# tow_match_core

tow_match_core, placement density heat map:
Scale: 4 px per um. 8 x 8 tiles, from dark purple (low) to yellow (high), 0 to 100% covered.
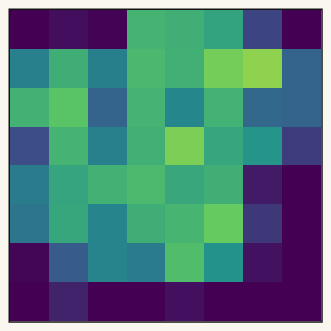

[src/rtl/tow_match_core.sv]
// ============================================================================
// Module   : tow_match_core
// Brief    : Parametrised tug-of-war match engine (rope position, lockout,
//            round and match scoring). Optional macro BLINK_EN blinks the
//            winner's edge LED while the match is over.
// Revision : 1.0 - initial release
// ============================================================================
`default_nettype none

module tow_match_core #(
   parameter int NUM_LEDS      = 7,
   parameter int WINS_TO_MATCH = 3,
   parameter int WIN_W         = 4,
   parameter int LOCKOUT_CYC   = 64,
   parameter int HOLD_CYC      = 256,
   parameter int BLINK_CYC     = 128
) (
   input  logic                        clk,
   input  logic                        rst,
   input  logic                        push_l,
   input  logic                        push_r,
   input  logic                        clear,
   output logic [NUM_LEDS-1:0]         leds_out,
   output logic [$clog2(NUM_LEDS)-1:0] pos,
   output logic [WIN_W-1:0]            score_l,
   output logic [WIN_W-1:0]            score_r,
   output logic                        tie,
   output logic                        round_win,
   output logic                        match_done,
   output logic [1:0]                  winner
);

   localparam int POS_W   = $clog2(NUM_LEDS);
   localparam int CNT_MAX = (LOCKOUT_CYC > HOLD_CYC) ?
                            ((LOCKOUT_CYC > BLINK_CYC) ? LOCKOUT_CYC : BLINK_CYC) :
                            ((HOLD_CYC > BLINK_CYC) ? HOLD_CYC : BLINK_CYC);
   localparam int CNT_W   = $clog2(CNT_MAX + 1);

   localparam logic [POS_W-1:0]    c_centre     = POS_W'((NUM_LEDS - 1) / 2);
   localparam logic [POS_W-1:0]    c_right_edge = POS_W'(NUM_LEDS - 1);
   localparam logic [NUM_LEDS-1:0] c_centre_led = NUM_LEDS'(1) << ((NUM_LEDS - 1) / 2);
   localparam logic [WIN_W-1:0]    c_wins       = WIN_W'(WINS_TO_MATCH);
   localparam logic [CNT_W-1:0]    c_lock_load  = CNT_W'(LOCKOUT_CYC);
   localparam logic [CNT_W-1:0]    c_hold_load  = CNT_W'(HOLD_CYC);
`ifdef BLINK_EN
   localparam logic [CNT_W-1:0]    c_match_load = CNT_W'(BLINK_CYC - 1);
`else
   localparam logic [CNT_W-1:0]    c_match_load = '0;
`endif

   localparam logic [1:0] c_st_play  = 2'd0;
   localparam logic [1:0] c_st_lock  = 2'd1;
   localparam logic [1:0] c_st_round = 2'd2;
   localparam logic [1:0] c_st_match = 2'd3;

   logic [1:0]          r_state, w_state_nxt;
   logic [CNT_W-1:0]    r_cnt, w_cnt_nxt;
   logic [POS_W-1:0]    r_pos, w_pos_nxt;
   logic [WIN_W-1:0]    r_score_l, w_score_l_nxt;
   logic [WIN_W-1:0]    r_score_r, w_score_r_nxt;
   logic [NUM_LEDS-1:0] r_leds, w_leds_nxt;
   logic [1:0]          r_winner, w_winner_nxt;
   logic                r_tie, w_tie_nxt;
   logic                r_round_win, w_round_win_nxt;
   logic                r_blink_on, w_blink_on_nxt;

   logic             w_cnt_last;
   logic             w_live;
   logic             w_move;
   logic [POS_W-1:0] w_step_pos;
   logic             w_left_pt;
   logic             w_right_pt;
   logic             w_edge_hit;
   logic             w_match_win;

   // The final lockout cycle already accepts pushes, so the first accepted
   // push lands exactly LOCKOUT_CYC cycles after the move.
   assign w_cnt_last  = (r_cnt <= CNT_W'(1));
   assign w_live      = (r_state == c_st_play) || ((r_state == c_st_lock) && w_cnt_last);
   assign w_move      = w_live && (push_l ^ push_r);
   assign w_step_pos  = push_l ? (r_pos - POS_W'(1)) : (r_pos + POS_W'(1));
   assign w_left_pt   = w_move && push_l && (w_step_pos == '0);
   assign w_right_pt  = w_move && push_r && (w_step_pos == c_right_edge);
   assign w_edge_hit  = w_left_pt || w_right_pt;
   assign w_match_win = (w_left_pt  && ((r_score_l + WIN_W'(1)) == c_wins)) ||
                        (w_right_pt && ((r_score_r + WIN_W'(1)) == c_wins));

   always_ff @(posedge clk) begin
      if (rst || clear) begin
         r_state     <= c_st_play;
         r_cnt       <= '0;
         r_pos       <= c_centre;
         r_score_l   <= '0;
         r_score_r   <= '0;
         r_leds      <= c_centre_led;
         r_winner    <= 2'b00;
         r_tie       <= 1'b0;
         r_round_win <= 1'b0;
         r_blink_on  <= 1'b0;
      end else begin
         r_state     <= w_state_nxt;
         r_cnt       <= w_cnt_nxt;
         r_pos       <= w_pos_nxt;
         r_score_l   <= w_score_l_nxt;
         r_score_r   <= w_score_r_nxt;
         r_leds      <= w_leds_nxt;
         r_winner    <= w_winner_nxt;
         r_tie       <= w_tie_nxt;
         r_round_win <= w_round_win_nxt;
         r_blink_on  <= w_blink_on_nxt;
      end
   end

   always_comb begin
      w_state_nxt = r_state;
      w_cnt_nxt   = r_cnt;
      case (r_state)
         c_st_play, c_st_lock: begin
            if (w_move) begin
               if (w_match_win) begin
                  w_state_nxt = c_st_match;
                  w_cnt_nxt   = c_match_load;
               end else if (w_edge_hit) begin
                  w_state_nxt = c_st_round;
                  w_cnt_nxt   = c_hold_load;
               end else begin
                  w_state_nxt = c_st_lock;
                  w_cnt_nxt   = c_lock_load;
               end
            end else if (r_state == c_st_lock) begin
               if (w_cnt_last) begin
                  w_state_nxt = c_st_play;
                  w_cnt_nxt   = '0;
               end else begin
                  w_cnt_nxt   = r_cnt - CNT_W'(1);
               end
            end
         end
         c_st_round: begin
            if (w_cnt_last) begin
               w_state_nxt = c_st_play;
               w_cnt_nxt   = '0;
            end else begin
               w_cnt_nxt   = r_cnt - CNT_W'(1);
            end
         end
         default: begin
`ifdef BLINK_EN
            // The idle round counter doubles as the blink timer.
            if (r_cnt == '0) w_cnt_nxt = c_match_load;
            else             w_cnt_nxt = r_cnt - CNT_W'(1);
`endif
         end
      endcase
   end

   always_comb begin
      w_pos_nxt       = r_pos;
      w_score_l_nxt   = r_score_l;
      w_score_r_nxt   = r_score_r;
      w_winner_nxt    = r_winner;
      w_tie_nxt       = w_live && push_l && push_r;
      w_round_win_nxt = w_edge_hit;
      w_blink_on_nxt  = r_blink_on;

      if (w_move)
         w_pos_nxt = w_step_pos;
      else if ((r_state == c_st_round) && w_cnt_last)
         w_pos_nxt = c_centre;

      if (w_left_pt  && (r_score_l != c_wins)) w_score_l_nxt = r_score_l + WIN_W'(1);
      if (w_right_pt && (r_score_r != c_wins)) w_score_r_nxt = r_score_r + WIN_W'(1);
      if (w_match_win) w_winner_nxt = w_left_pt ? 2'b01 : 2'b10;

      if ((r_state != c_st_match) && (w_state_nxt == c_st_match))
         w_blink_on_nxt = 1'b1;
      else if ((r_state == c_st_match) && (r_cnt == '0))
         w_blink_on_nxt = ~r_blink_on;

      w_leds_nxt = NUM_LEDS'(1) << w_pos_nxt;
`ifdef BLINK_EN
      if ((w_state_nxt == c_st_match) && !w_blink_on_nxt) w_leds_nxt = '0;
`endif
   end

   assign leds_out   = r_leds;
   assign pos        = r_pos;
   assign score_l    = r_score_l;
   assign score_r    = r_score_r;
   assign tie        = r_tie;
   assign round_win  = r_round_win;
   assign match_done = (r_state == c_st_match);
   assign winner     = r_winner;

endmodule

`default_nettype wire

[config.mk]
export PLATFORM = sky130hd
export DESIGN_NAME = tow_match_core
export DESIGN_NICKNAME = d
export VERILOG_FILES = /design/src/rtl/tow_match_core.sv
export SDC_FILE = /design/constraint.sdc
export NUM_CORES = 1
export LEC_CHECK = 0
export CORE_UTILIZATION = 33
export CTS_BUF_LIST = sky130_fd_sc_hd__clkbuf_16
export DETAILED_ROUTE_END_ITERATION = 10
export PLACE_DENSITY = 0.63
export SYNTH_ARGS = -nofsm -noshare
export SYNTH_HDL_FRONTEND = slang
export SYNTH_SLANG_ARGS = --single-unit
[constraint.sdc]
create_clock -name clk -period 3.6 [get_ports clk]
set_clock_uncertainty 0.2 [all_clocks]
set_input_delay 0.54 -clock clk [delete_from_list [all_inputs] [get_ports clk]]
set_output_delay 0.54 -clock clk [all_outputs]
set_load 0.005 [all_outputs]
# norm_lzc_ctrl

[src/rtl/norm_lzc_ctrl.sv]
// Normalisation control for the FP add/sub datapath: carry pre-shift or multi-cycle
// nibble leading-zero scan, producing shift amount, mantissa, exponent and flags.
module norm_lzc_ctrl #(
  parameter int MANT_W = 24,
  parameter int EXP_W  = 8,
  parameter int SEL_W  = 5
) (
  input  logic              clk,
  input  logic              rst,
  input  logic              in_valid,
  output logic              in_ready,
  input  logic [MANT_W:0]   mant_in,
  input  logic [EXP_W-1:0]  exp_in,
  input  logic              sign_in,
  output logic              out_valid,
  input  logic              out_ready,
  output logic [SEL_W-1:0]  sel,
  output logic [MANT_W-1:0] mant_out,
  output logic [EXP_W-1:0]  exp_out,
  output logic              sign_out,
  output logic              guard_out,
  output logic              zero_out,
  output logic              denorm_out,
  output logic              ovf_out
);

  localparam int NIB = MANT_W / 4;
  localparam int KW  = (NIB > 1) ? $clog2(NIB) : 1;
  localparam int CW  = (EXP_W > SEL_W) ? EXP_W : SEL_W;
  localparam logic [EXP_W-1:0] EXP_MAX = '1;

  typedef enum logic [1:0] {IDLE, SCAN, DONE} state_t;

  state_t state_reg, state_next;

  logic [MANT_W-1:0] mant_reg;
  logic [EXP_W-1:0]  exp_reg;
  logic              sign_reg;
  logic [KW-1:0]     k_reg;

  logic [SEL_W-1:0]  sel_reg;
  logic [MANT_W-1:0] mant_out_reg;
  logic [EXP_W-1:0]  exp_out_reg;
  logic              guard_reg;
  logic              zero_reg;
  logic              denorm_reg;
  logic              ovf_reg;

  // Nibble table padded to a power of two so any k value indexes safely.
  logic [3:0] nibs [2**KW];

  generate
    for (genvar gi = 0; gi < 2**KW; gi++) begin : g_nibs
      if (gi < NIB) begin : g_real
        assign nibs[gi] = mant_reg[MANT_W-1-4*gi -: 4];
      end else begin : g_pad
        assign nibs[gi] = 4'h0;
      end
    end
  endgenerate

  logic [3:0]       nib;
  logic [1:0]       nib_lz;
  logic [SEL_W-1:0] lz;
  logic             last_nib;
  logic [CW-1:0]    lz_c;
  logic [CW-1:0]    exp_c;
  logic [SEL_W-1:0] norm_sel;
  logic [EXP_W-1:0] norm_exp;
  logic             norm_den;
  logic [EXP_W-1:0] exp_inc;
  logic             carry_ovf;
  logic [EXP_W-1:0] carry_exp;

  always_comb begin
    nib      = nibs[k_reg];
    nib_lz   = 2'd3;
    if (nib[3])      nib_lz = 2'd0;
    else if (nib[2]) nib_lz = 2'd1;
    else if (nib[1]) nib_lz = 2'd2;
    lz       = SEL_W'({k_reg, 2'b00}) + SEL_W'(nib_lz);
    last_nib = (k_reg == KW'(NIB - 1));
    lz_c     = CW'(lz);
    exp_c    = CW'(exp_reg);
  end

  // Shift clamps at exp-1 so the result lands exactly on the subnormal exponent.
  always_comb begin
    norm_sel = '0;
    norm_exp = '0;
    norm_den = 1'b0;
    if (exp_reg == '0) begin
      norm_den = 1'b1;
    end else if (lz_c < exp_c) begin
      norm_sel = lz;
      norm_exp = exp_reg - EXP_W'(lz_c);
    end else begin
      norm_sel = SEL_W'(exp_c - CW'(1));
      norm_den = 1'b1;
    end
  end

  always_comb begin
    exp_inc   = exp_in + EXP_W'(1);
    carry_ovf = (exp_in == EXP_MAX) || (exp_inc == EXP_MAX);
    carry_exp = carry_ovf ? EXP_MAX : exp_inc;
  end

  always_ff @(posedge clk or posedge rst) begin
    if (rst) state_reg <= IDLE;
    else     state_reg <= state_next;
  end

  always_comb begin
    state_next = state_reg;
    case (state_reg)
      IDLE: if (in_valid) state_next = mant_in[MANT_W] ? DONE : SCAN;
      SCAN: if (nib != 4'h0 || last_nib) state_next = DONE;
      DONE: if (out_ready) state_next = IDLE;
      default: state_next = IDLE;
    endcase
  end

  always_ff @(posedge clk or posedge rst) begin
    if (rst) begin
      mant_reg     <= '0;
      exp_reg      <= '0;
      sign_reg     <= 1'b0;
      k_reg        <= '0;
      sel_reg      <= '0;
      mant_out_reg <= '0;
      exp_out_reg  <= '0;
      guard_reg    <= 1'b0;
      zero_reg     <= 1'b0;
      denorm_reg   <= 1'b0;
      ovf_reg      <= 1'b0;
    end else begin
      case (state_reg)
        IDLE: begin
          if (in_valid) begin
            mant_reg <= mant_in[MANT_W-1:0];
            exp_reg  <= exp_in;
            sign_reg <= sign_in;
            k_reg    <= '0;
            if (mant_in[MANT_W]) begin
              sel_reg      <= '0;
              mant_out_reg <= mant_in[MANT_W:1];
              guard_reg    <= mant_in[0];
              exp_out_reg  <= carry_exp;
              ovf_reg      <= carry_ovf;
              zero_reg     <= 1'b0;
              denorm_reg   <= 1'b0;
            end
          end
        end
        SCAN: begin
          if (nib != 4'h0) begin
            sel_reg      <= norm_sel;
            mant_out_reg <= mant_reg;
            exp_out_reg  <= norm_exp;
            denorm_reg   <= norm_den;
            guard_reg    <= 1'b0;
            zero_reg     <= 1'b0;
            ovf_reg      <= 1'b0;
          end else if (last_nib) begin
            sel_reg      <= '0;
            mant_out_reg <= mant_reg;
            exp_out_reg  <= '0;
            zero_reg     <= 1'b1;
            denorm_reg   <= 1'b0;
            guard_reg    <= 1'b0;
            ovf_reg      <= 1'b0;
          end else begin
            k_reg <= k_reg + KW'(1);
          end
        end
        DONE: begin
          if (out_ready) begin
            sel_reg      <= '0;
            mant_out_reg <= '0;
            exp_out_reg  <= '0;
            guard_reg    <= 1'b0;
            zero_reg     <= 1'b0;
            denorm_reg   <= 1'b0;
            ovf_reg      <= 1'b0;
          end
        end
        default: ;
      endcase
    end
  end

  assign in_ready   = (state_reg == IDLE);
  assign out_valid  = (state_reg == DONE);
  assign sel        = sel_reg;
  assign mant_out   = mant_out_reg;
  assign exp_out    = exp_out_reg;
  assign sign_out   = sign_reg;
  assign guard_out  = guard_reg;
  assign zero_out   = zero_reg;
  assign denorm_out = denorm_reg;
  assign ovf_out    = ovf_reg;

endmodule
[config.mk]
export PLATFORM = sky130hd
export DESIGN_NAME = norm_lzc_ctrl
export DESIGN_NICKNAME = d
export VERILOG_FILES = /design/src/rtl/norm_lzc_ctrl.sv
export SDC_FILE = /design/constraint.sdc
export NUM_CORES = 1
export LEC_CHECK = 0
export CORE_UTILIZATION = 54
export CTS_BUF_LIST = sky130_fd_sc_hd__clkbuf_2 sky130_fd_sc_hd__clkbuf_4 sky130_fd_sc_hd__clkbuf_8
export CTS_CLUSTER_DIAMETER = 200
export DETAILED_ROUTE_END_ITERATION = 7
export PLACE_DENSITY_LB_ADDON = 0.08
export SYNTH_ARGS = -nofsm -noshare
export SYNTH_HDL_FRONTEND = slang
export SYNTH_SLANG_ARGS = --single-unit
[constraint.sdc]
create_clock -name clk -period 3.72 [get_ports clk]
set_clock_uncertainty 0.1 [all_clocks]
set_input_delay 0.744 -clock clk [delete_from_list [all_inputs] [get_ports clk]]
set_output_delay 0.744 -clock clk [all_outputs]
set_load 0.005 [all_outputs]
# event_filter_seq

===== src/rtl/event_filter_seq.sv =====
// rtl/event_filter_seq.sv - byte-stream event sequencer around the event filter datapath
module event_filter_seq #(
    parameter int TIMEOUT_CYC = 16,
    parameter int CNT_W       = 8
) (
    input  logic             clk,
    input  logic             rst_n,
    input  logic [7:0]       in_data,
    input  logic             in_strb,
    input  logic             in_sof,
    output logic [7:0]       flt_x,
    output logic [7:0]       flt_y,
    output logic [7:0]       flt_p,
    output logic [7:0]       flt_t,
    output logic             flt_valid,
    input  logic             flt_ready,
    input  logic             flt_done,
    input  logic             flt_pass,
    input  logic [7:0]       flt_x_o,
    input  logic [7:0]       flt_y_o,
    input  logic [7:0]       flt_p_o,
    input  logic [7:0]       flt_t_o,
    output logic [7:0]       out_data,
    output logic             out_valid,
    output logic             out_sof,
    input  logic             out_ready,
    input  logic             clr,
    output logic             busy,
    output logic             overrun,
    output logic             timeout_err,
    output logic [CNT_W-1:0] pass_cnt,
    output logic [CNT_W-1:0] drop_cnt
);

    typedef enum logic [1:0] {
        ST_COLLECT = 2'd0,
        ST_ISSUE   = 2'd1,
        ST_WAIT    = 2'd2,
        ST_EMIT    = 2'd3
    } state_t;

    localparam logic [7:0] TMO_LIMIT = 8'(TIMEOUT_CYC);

    state_t     state_q, state_d;
    logic [1:0] idx_q;
    logic [7:0] tcnt_q;
    logic [7:0] tcnt_next;
    logic [7:0] out_x, out_y, out_p, out_t;

    logic store_t, accept, tmo, pass_ev, drop_ev, emit_last;

    assign tcnt_next = tcnt_q + 8'd1;
    assign store_t   = (state_q == ST_COLLECT) && in_strb && !in_sof && (idx_q == 2'd3);
    assign accept    = (state_q == ST_ISSUE) && flt_ready;
    // A verdict arriving on the timeout cycle takes priority over the timeout.
    assign tmo       = (state_q == ST_WAIT) && !flt_done && (tcnt_next == TMO_LIMIT);
    assign pass_ev   = (state_q == ST_WAIT) && flt_done && flt_pass;
    assign drop_ev   = (state_q == ST_WAIT) && ((flt_done && !flt_pass) || tmo);
    assign emit_last = (state_q == ST_EMIT) && out_ready && (idx_q == 2'd3);

    always_ff @(posedge clk or negedge rst_n) begin
        if (!rst_n) begin
            state_q <= ST_COLLECT;
        end else begin
            state_q <= state_d;
        end
    end

    always_comb begin
        state_d = state_q;
        case (state_q)
            ST_COLLECT: if (store_t) state_d = ST_ISSUE;
            ST_ISSUE:   if (accept) state_d = ST_WAIT;
            ST_WAIT: begin
                if (pass_ev)      state_d = ST_EMIT;
                else if (drop_ev) state_d = ST_COLLECT;
            end
            ST_EMIT:    if (emit_last) state_d = ST_COLLECT;
            default:    state_d = ST_COLLECT;
        endcase
    end

    always_comb begin
        flt_valid = (state_q == ST_ISSUE);
        out_valid = (state_q == ST_EMIT);
        out_sof   = (state_q == ST_EMIT) && (idx_q == 2'd0);
        busy      = (state_q != ST_COLLECT) || (idx_q != 2'd0);
        out_data  = 8'h00;
        if (state_q == ST_EMIT) begin
            case (idx_q)
                2'd0:    out_data = out_x;
                2'd1:    out_data = out_y;
                2'd2:    out_data = out_p;
                default: out_data = out_t;
            endcase
        end
    end

    // Byte index serves both input assembly and output serialization.
    always_ff @(posedge clk or negedge rst_n) begin
        if (!rst_n) begin
            idx_q <= 2'd0;
            flt_x <= 8'h00;
            flt_y <= 8'h00;
            flt_p <= 8'h00;
            flt_t <= 8'h00;
        end else if (state_q == ST_COLLECT && in_strb) begin
            if (in_sof) begin
                flt_x <= in_data;
                idx_q <= 2'd1;
            end else if (idx_q != 2'd0) begin
                case (idx_q)
                    2'd1:    flt_y <= in_data;
                    2'd2:    flt_p <= in_data;
                    default: flt_t <= in_data;
                endcase
                idx_q <= idx_q + 2'd1;
            end
        end else if (state_q == ST_EMIT && out_ready) begin
            idx_q <= idx_q + 2'd1;
        end
    end

    always_ff @(posedge clk or negedge rst_n) begin
        if (!rst_n) begin
            tcnt_q <= 8'h00;
            out_x  <= 8'h00;
            out_y  <= 8'h00;
            out_p  <= 8'h00;
            out_t  <= 8'h00;
        end else begin
            if (accept) begin
                tcnt_q <= 8'h00;
            end else if (state_q == ST_WAIT) begin
                tcnt_q <= tcnt_next;
            end
            if (pass_ev) begin
                out_x <= flt_x_o;
                out_y <= flt_y_o;
                out_p <= flt_p_o;
                out_t <= flt_t_o;
            end
        end
    end

    always_ff @(posedge clk or negedge rst_n) begin
        if (!rst_n) begin
            pass_cnt    <= '0;
            drop_cnt    <= '0;
            overrun     <= 1'b0;
            timeout_err <= 1'b0;
        end else if (clr) begin
            pass_cnt    <= '0;
            drop_cnt    <= '0;
            overrun     <= 1'b0;
            timeout_err <= 1'b0;
        end else begin
            if (pass_ev && pass_cnt != '1) pass_cnt <= pass_cnt + CNT_W'(1);
            if (drop_ev && drop_cnt != '1) drop_cnt <= drop_cnt + CNT_W'(1);
            if (in_strb && state_q != ST_COLLECT) overrun <= 1'b1;
            if (tmo) timeout_err <= 1'b1;
        end
    end

endmodule


===== config.mk =====
export PLATFORM = sky130hd
export DESIGN_NAME = event_filter_seq
export DESIGN_NICKNAME = d
export VERILOG_FILES = /design/src/rtl/event_filter_seq.sv
export SDC_FILE = /design/constraint.sdc
export NUM_CORES = 1
export LEC_CHECK = 0
export ABC_CLOCK_PERIOD_IN_PS = 6710
export CORE_ASPECT_RATIO = 1.2
export CORE_UTILIZATION = 28
export CTS_BUF_LIST = sky130_fd_sc_hd__clkbuf_4 sky130_fd_sc_hd__clkbuf_8 sky130_fd_sc_hd__clkbuf_16
export CTS_CLUSTER_DIAMETER = 60
export CTS_CLUSTER_SIZE = 12
export DETAILED_ROUTE_END_ITERATION = 8
export SLEW_MARGIN = 20
export SYNTH_ARGS = -nofsm -noshare
export SYNTH_HDL_FRONTEND = slang
export SYNTH_SLANG_ARGS = --single-unit

===== constraint.sdc =====
create_clock -name clk -period 6.71 [get_ports clk]
set_clock_uncertainty 0.05 [all_clocks]
set_input_delay 1.342 -clock clk [delete_from_list [all_inputs] [get_ports clk]]
set_output_delay 1.342 -clock clk [all_outputs]
set_load 0.01 [all_outputs]


## Gallery

Clock nets.
Plate I
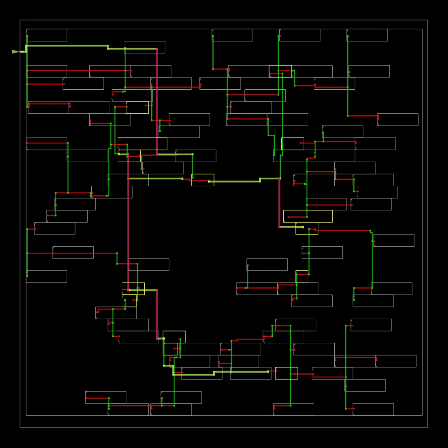
Plate II
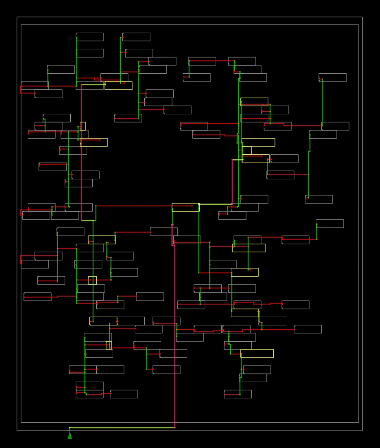
Plate III
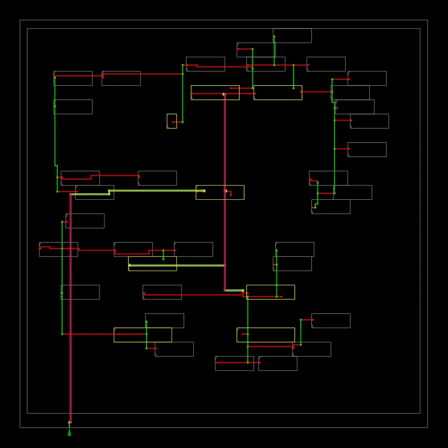
Plate II comes from event_filter_seq.
Plate I comes from norm_lzc_ctrl.
Plate III comes from tow_match_core.

norm_lzc_ctrl, port wiring:
Scale: 4 px per um.
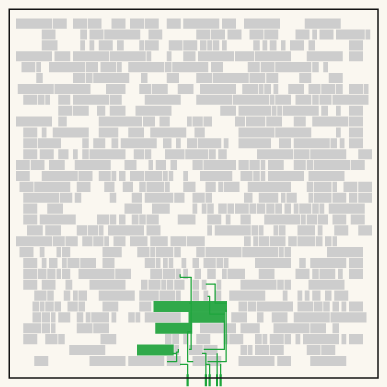
legend:
  `sel`:
    colour: green
    direction: output
    edge: bottom
    end_cells: 5
    wire: 111 um
Buffers on Ports: 81
# IOs: 82

==> impl_metrics.toml, norm_lzc_ctrl <==
# implementation run metrics
[run_status]
outcome = "finished clean"

[final_layout]
final_common_cell = "clkdlybuf4s50_1"
clk_share_pct = 3.82
fin_util_pct = 70.4
comb_area_share_pct = 39.1
fillers = 625
antenna_cells = 0
buffer_area_share_pct = 16.0
nNonClkInverters = 37
clock_buffers = 9

[synthesis]
edf_count = 0
yosysSeqAreaShare_pct = 45.4
ff_type = "dfrtp_1"
synth_top_cell_by_area = "dfrtp_1"
top_cell = "dfrtp_1"
syn_nets = 483
syn-cell-area_sq_um = 4360
synth_cells = 429
synth.top_cell.area_share_pct = 45.4
yosys_area_sq_um = 4360
ys_cells = 429

[clock_tree]
cts_inserted_buffers = 9
htree_levels = 3
hold_buffers = 0

[power_and_ir_drop]
p_int_w = 0.00288
p_clk_w = 0.000681
leakage_nw = 2.37
seq_power_share_pct = 32.7
maxPowerGroup = "combinational cells"
power_w = 0.00481
powerSeq_w = 0.00157

[floorplanning]
fp.dieW_um = 91.8
chipArea_sq_um = 8430

[detailed_routing]
drtPass1Iterations = 4
routedWlPerCell_um = 17.1
drt-initial-drc-count = 101
wl_met2_um = 5220
viasPerCell = 5.80
dr_wl_met3_um = 542

[sta]
finalWorstSetupSlack_ns = 0.217
fin_tns_setup_ns = 0
fmax_mhz = 285
finalCritPeriodShare_pct = 94.2
hold_ws_ns = 0.386
rsz0062_at_grt = "false"
drv_slew = 0

[place]
placed_area_sq_um = 5260
dp_cells = 599
post-place-ws_ns = 0.293
gp_congestion = 0.908

[critical_path]
r2r_cells = 13
cp.arrival_ns = 3.64
cp-startpoint = "k_reg[1]$_DFFE_PP0P_"
r2r_start = "k_reg[1]$_DFFE_PP0P_"
crit_type = "reg2reg"
crit_fanout = 9
start_kind = "register"
cpMaxStageDelayCell = "dfrtp_1"
path_depth = 13

[grt]
grt_usage_pct = 27.0
grt_overflow = 0
top_usage_layer = "met2"

[run]
max-cap-violations = 0
==> norm_lzc_ctrl: worst min path at each step <==
stage / cells after the start / to / slack (ns)
floorplan: 2 / exp_c[0]$_DFFE_PP0P_ / 0.37
CTS: 2 / mant_out[14]$_DFFE_PP0P_ / 0.39
finish: 2 / mant_out[14]$_DFFE_PP0P_ / 0.39
global route: 2 / sel[0]$_DFFE_PP0P_ / 0.42
global placement: 2 / mant_out[15]$_DFFE_PP0P_ / 0.37
detailed placement: 2 / ovf_out$_DFFE_PP0P_ / 0.37
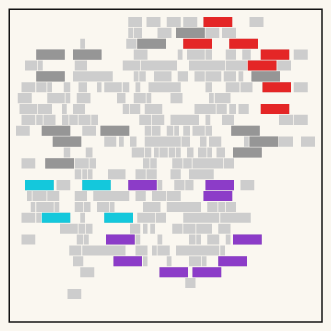
tow_match_core: register map, names as in the netlist
Scale: 4 px per um. Other sequential cells in the stronger grey, the rest of the logic in the fainter grey.
legend:
  `leds_out`:
    colour: red
    sequential_cells: 7
    where: top right
  `score_r`:
    colour: cyan
    sequential_cells: 4
    where: left middle
  `r_cnt`:
    colour: purple
    sequential_cells: 9
not coloured: 13
Seq power: 0.000409 W
final core utilization: 44.3%
Storage cell area: 661 sq um

## Picture notes: 'placement density heat map' of tow_match_core
nearly empty tiles: 20%
emptiest ninth of the die: bottom right
tiles over 75% full: 6.2%
fullest tile: 83%
mean over tiles: 39%
core footprint: 5510 sq um
FP Util: 34.4%

==> impl_metrics.toml, tow_match_core <==
# implementation run metrics
[run_status]
outcome = "finished clean"

[synthesis]
async_reset_ff_share_pct = 0
synth_adder_area_share_pct = 7.00
synth_cells = 201
synth_top_cell_by_area = "dfxtp_1"
syn_nets = 216
synthMuxAreaShare_pct = 1.06
top_logic_kind = "simple AND/OR/NAND/NOR gates"
syn_avg_cell_area_sq_um = 9.43
syn-cell-area_sq_um = 1900
xor_area_share_pct = 7.19

[clock_tree]
post_cts_resized = 0
clk_pin_slew_ns = 0.05
cts_inserted_buffers = 5
cts_tree = "built"
clock_path_buffers = 2

[sta]
fmax_mhz = 332
worst_pin_slew_ns = 0.620
hold_ws_ns = 0.296
drv_slew = 0
finalWorstSetupSlack_ns = 0.589
finalCritPeriodShare_pct = 83.6

[floorplanning]
rows = 27
boundaryPins = 28
chipArea_sq_um = 6050
fp.dieW_um = 77.8
fp.dieH_um = 77.8

[grt]
grt_overflow = 0
grt_pass1_vias = 1425

[detailed_routing]
viasPerCell = 5.19
routed_wl_um = 3950
drc = 0
drtPass1Iterations = 4

[power_and_ir_drop]
comb-power_w = 0.000243
p_int_w = 0.000889
ir_drop_uv = 233
maxPowerGroup = "clock"
clkPwrFrac_pct = 45.7
p_sw_w = 0.000310

[critical_path]
r2r_start = "pos[0]$_SDFF_PP1_"
crit_fanout = 4
r2r-end = "score_r[2]$_SDFFE_PP0P_"
critPathRequiredTime_ns = 3.60
critical-path-top-delay-family = "simple AND/OR/NAND/NOR gates"
r2r_cells = 6
crit_buf_inv = 1
start_kind = "input pin"

[final_layout]
fin_area_sq_um = 2440
final_common_cell = "dfxtp_1"
final_nets = 246
nNonClkInverters = 9
antenna_cells = 0
buffers = 30
largest_class = "logic gates"
clock_buffers = 5
seq_cells = 33
fillers = 530
comb_area_share_pct = 48.0
lay_top_cells = "33 x dfxtp_1, 27 x clkdlybuf4s50_1, 23 x nor2_1"

[run]
warnings = 32
max-cap-violations = 0

[place]
dp_cells = 296
==> tow_match_core: metal layers <==
| metal | GRT usage, % | vias up |
|---|---|---|
| li1 | - | 803 |
| met1 | 20.0 | 723 |
| met2 | 19.6 | 44 |
| met3 | 3.18 | 8 |
| met4 | 7.74 | 0 |
| met5 | 0 | - |
==> tow_match_core: state kept, by name, summed over array words and instances, names as in the netlist <==
signal and flops:
leds_out 7, pos 3, r_cnt 9, r_state 2, round_win 1, score_l 4, score_r 4, tie 1
winner 2
event_filter_seq, selected gate families:
Scale: 3 px per um.
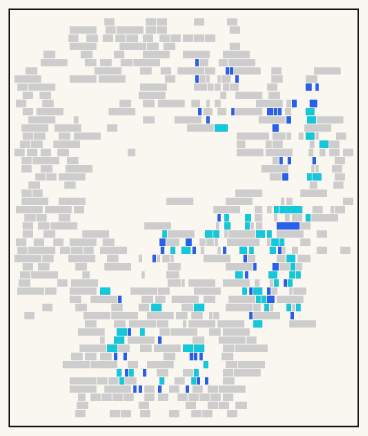
legend:
  aoi and oai cells:
    colour: cyan
    cells: 58
  nor cells:
    colour: blue
    cells: 56
combinational share of cell area: 31.7%
Finished Layout Cells: 686
Top cell excl fill/tap: clkdlybuf4s50_1

==> impl_metrics.toml, event_filter_seq <==
# implementation run metrics
[run_status]
outcome = "finished clean"

[sta]
drv_slew = 0
worst_pin_slew_ns = 0.828
max_slew_margin_pct = 44.6

[synthesis]
syn_avg_cell_area_sq_um = 11.8
yosys_area_sq_um = 4350
top_cell = "dfrtp_1"
synth_flops = 94
synth.top_cell.area_share_pct = 54.0
edf_count = 0
top_logic_kind = "multiplexers"
yosys.cell_types.count = 48
xor_area_share_pct = 1.41

[final_layout]
area.share.sequential_pct = 39.3
logic_area_sq_um = 1900
drive_gt1_share_pct = 19.3
buffer_area_share_pct = 18.6
syn2layout_area_growth_pct = 37.6
fillers = 1504
nNonClkInverters = 8
fin_util_pct = 39.7

[critical_path]
worstSetupEndpoint = "out_data[3]"
critical-path-top-delay-family = "buffers and inverters"
rrSetupSlack_ns = 4.34
path_cells = "inv_1 -> ha_1 -> a222oi_1 -> nor2_1 -> a21oi_1 -> nor2_1 -> clkdlybuf4s50_1"
r2r_start = "state_q[1]$_DFFE_PN0P_"
end_kind = "output port"

[detailed_routing]
drc = 0
drt-initial-drc-count = 161
routed_wl_um = 11000

[hold_path]
whs_path_depth = 1
min_to = "flt_x[3]$_DFFE_PN0P_"
min_from = "flt_x[3]$_DFFE_PN0P_"

[floorplanning]
rows = 49
fp_util_pct = 28.9
fp.dieH_um = 139
taps = 204
chipArea_sq_um = 16100

[power_and_ir_drop]
ir_drop_uv = 189
p_int_w = 0.00166
switching_share_pct = 31.8
p_sw_w = 0.000775
leakage_nw = 2.51

[run]
warnings = 30

[grt]
grt_usage_pct = 14.5
grt_pass1_vias = 3398

[clock_tree]
postCtsSetupBuffers = 0
-- event_filter_seq: routing by layer --
metal,up-vias,GRT usage [%],share of wire (%),wire [um]
li1,1547,-,-,-
met1,1635,18.0,42,4630
met2,77,24.2,52,5660
met3,7,3.06,4.9,541
met4,0,6.28,1.2,129
met5,-,0,0,0
-- event_filter_seq: power groups by stage --
stage                     clock network, W  logic [W]  registers, W
after floorplan                          0   0.000502      0.000939
after global placement                   0   0.000901      0.000943
after detailed placement                 0   0.000920      0.000947
after CTS                         0.000605   0.000924      0.000941
after global routing              0.000626   0.000993      0.000973
final                             0.000587   0.000908      0.000940

Power figures rest on the tool's default switching activity, not on a simulated workload.
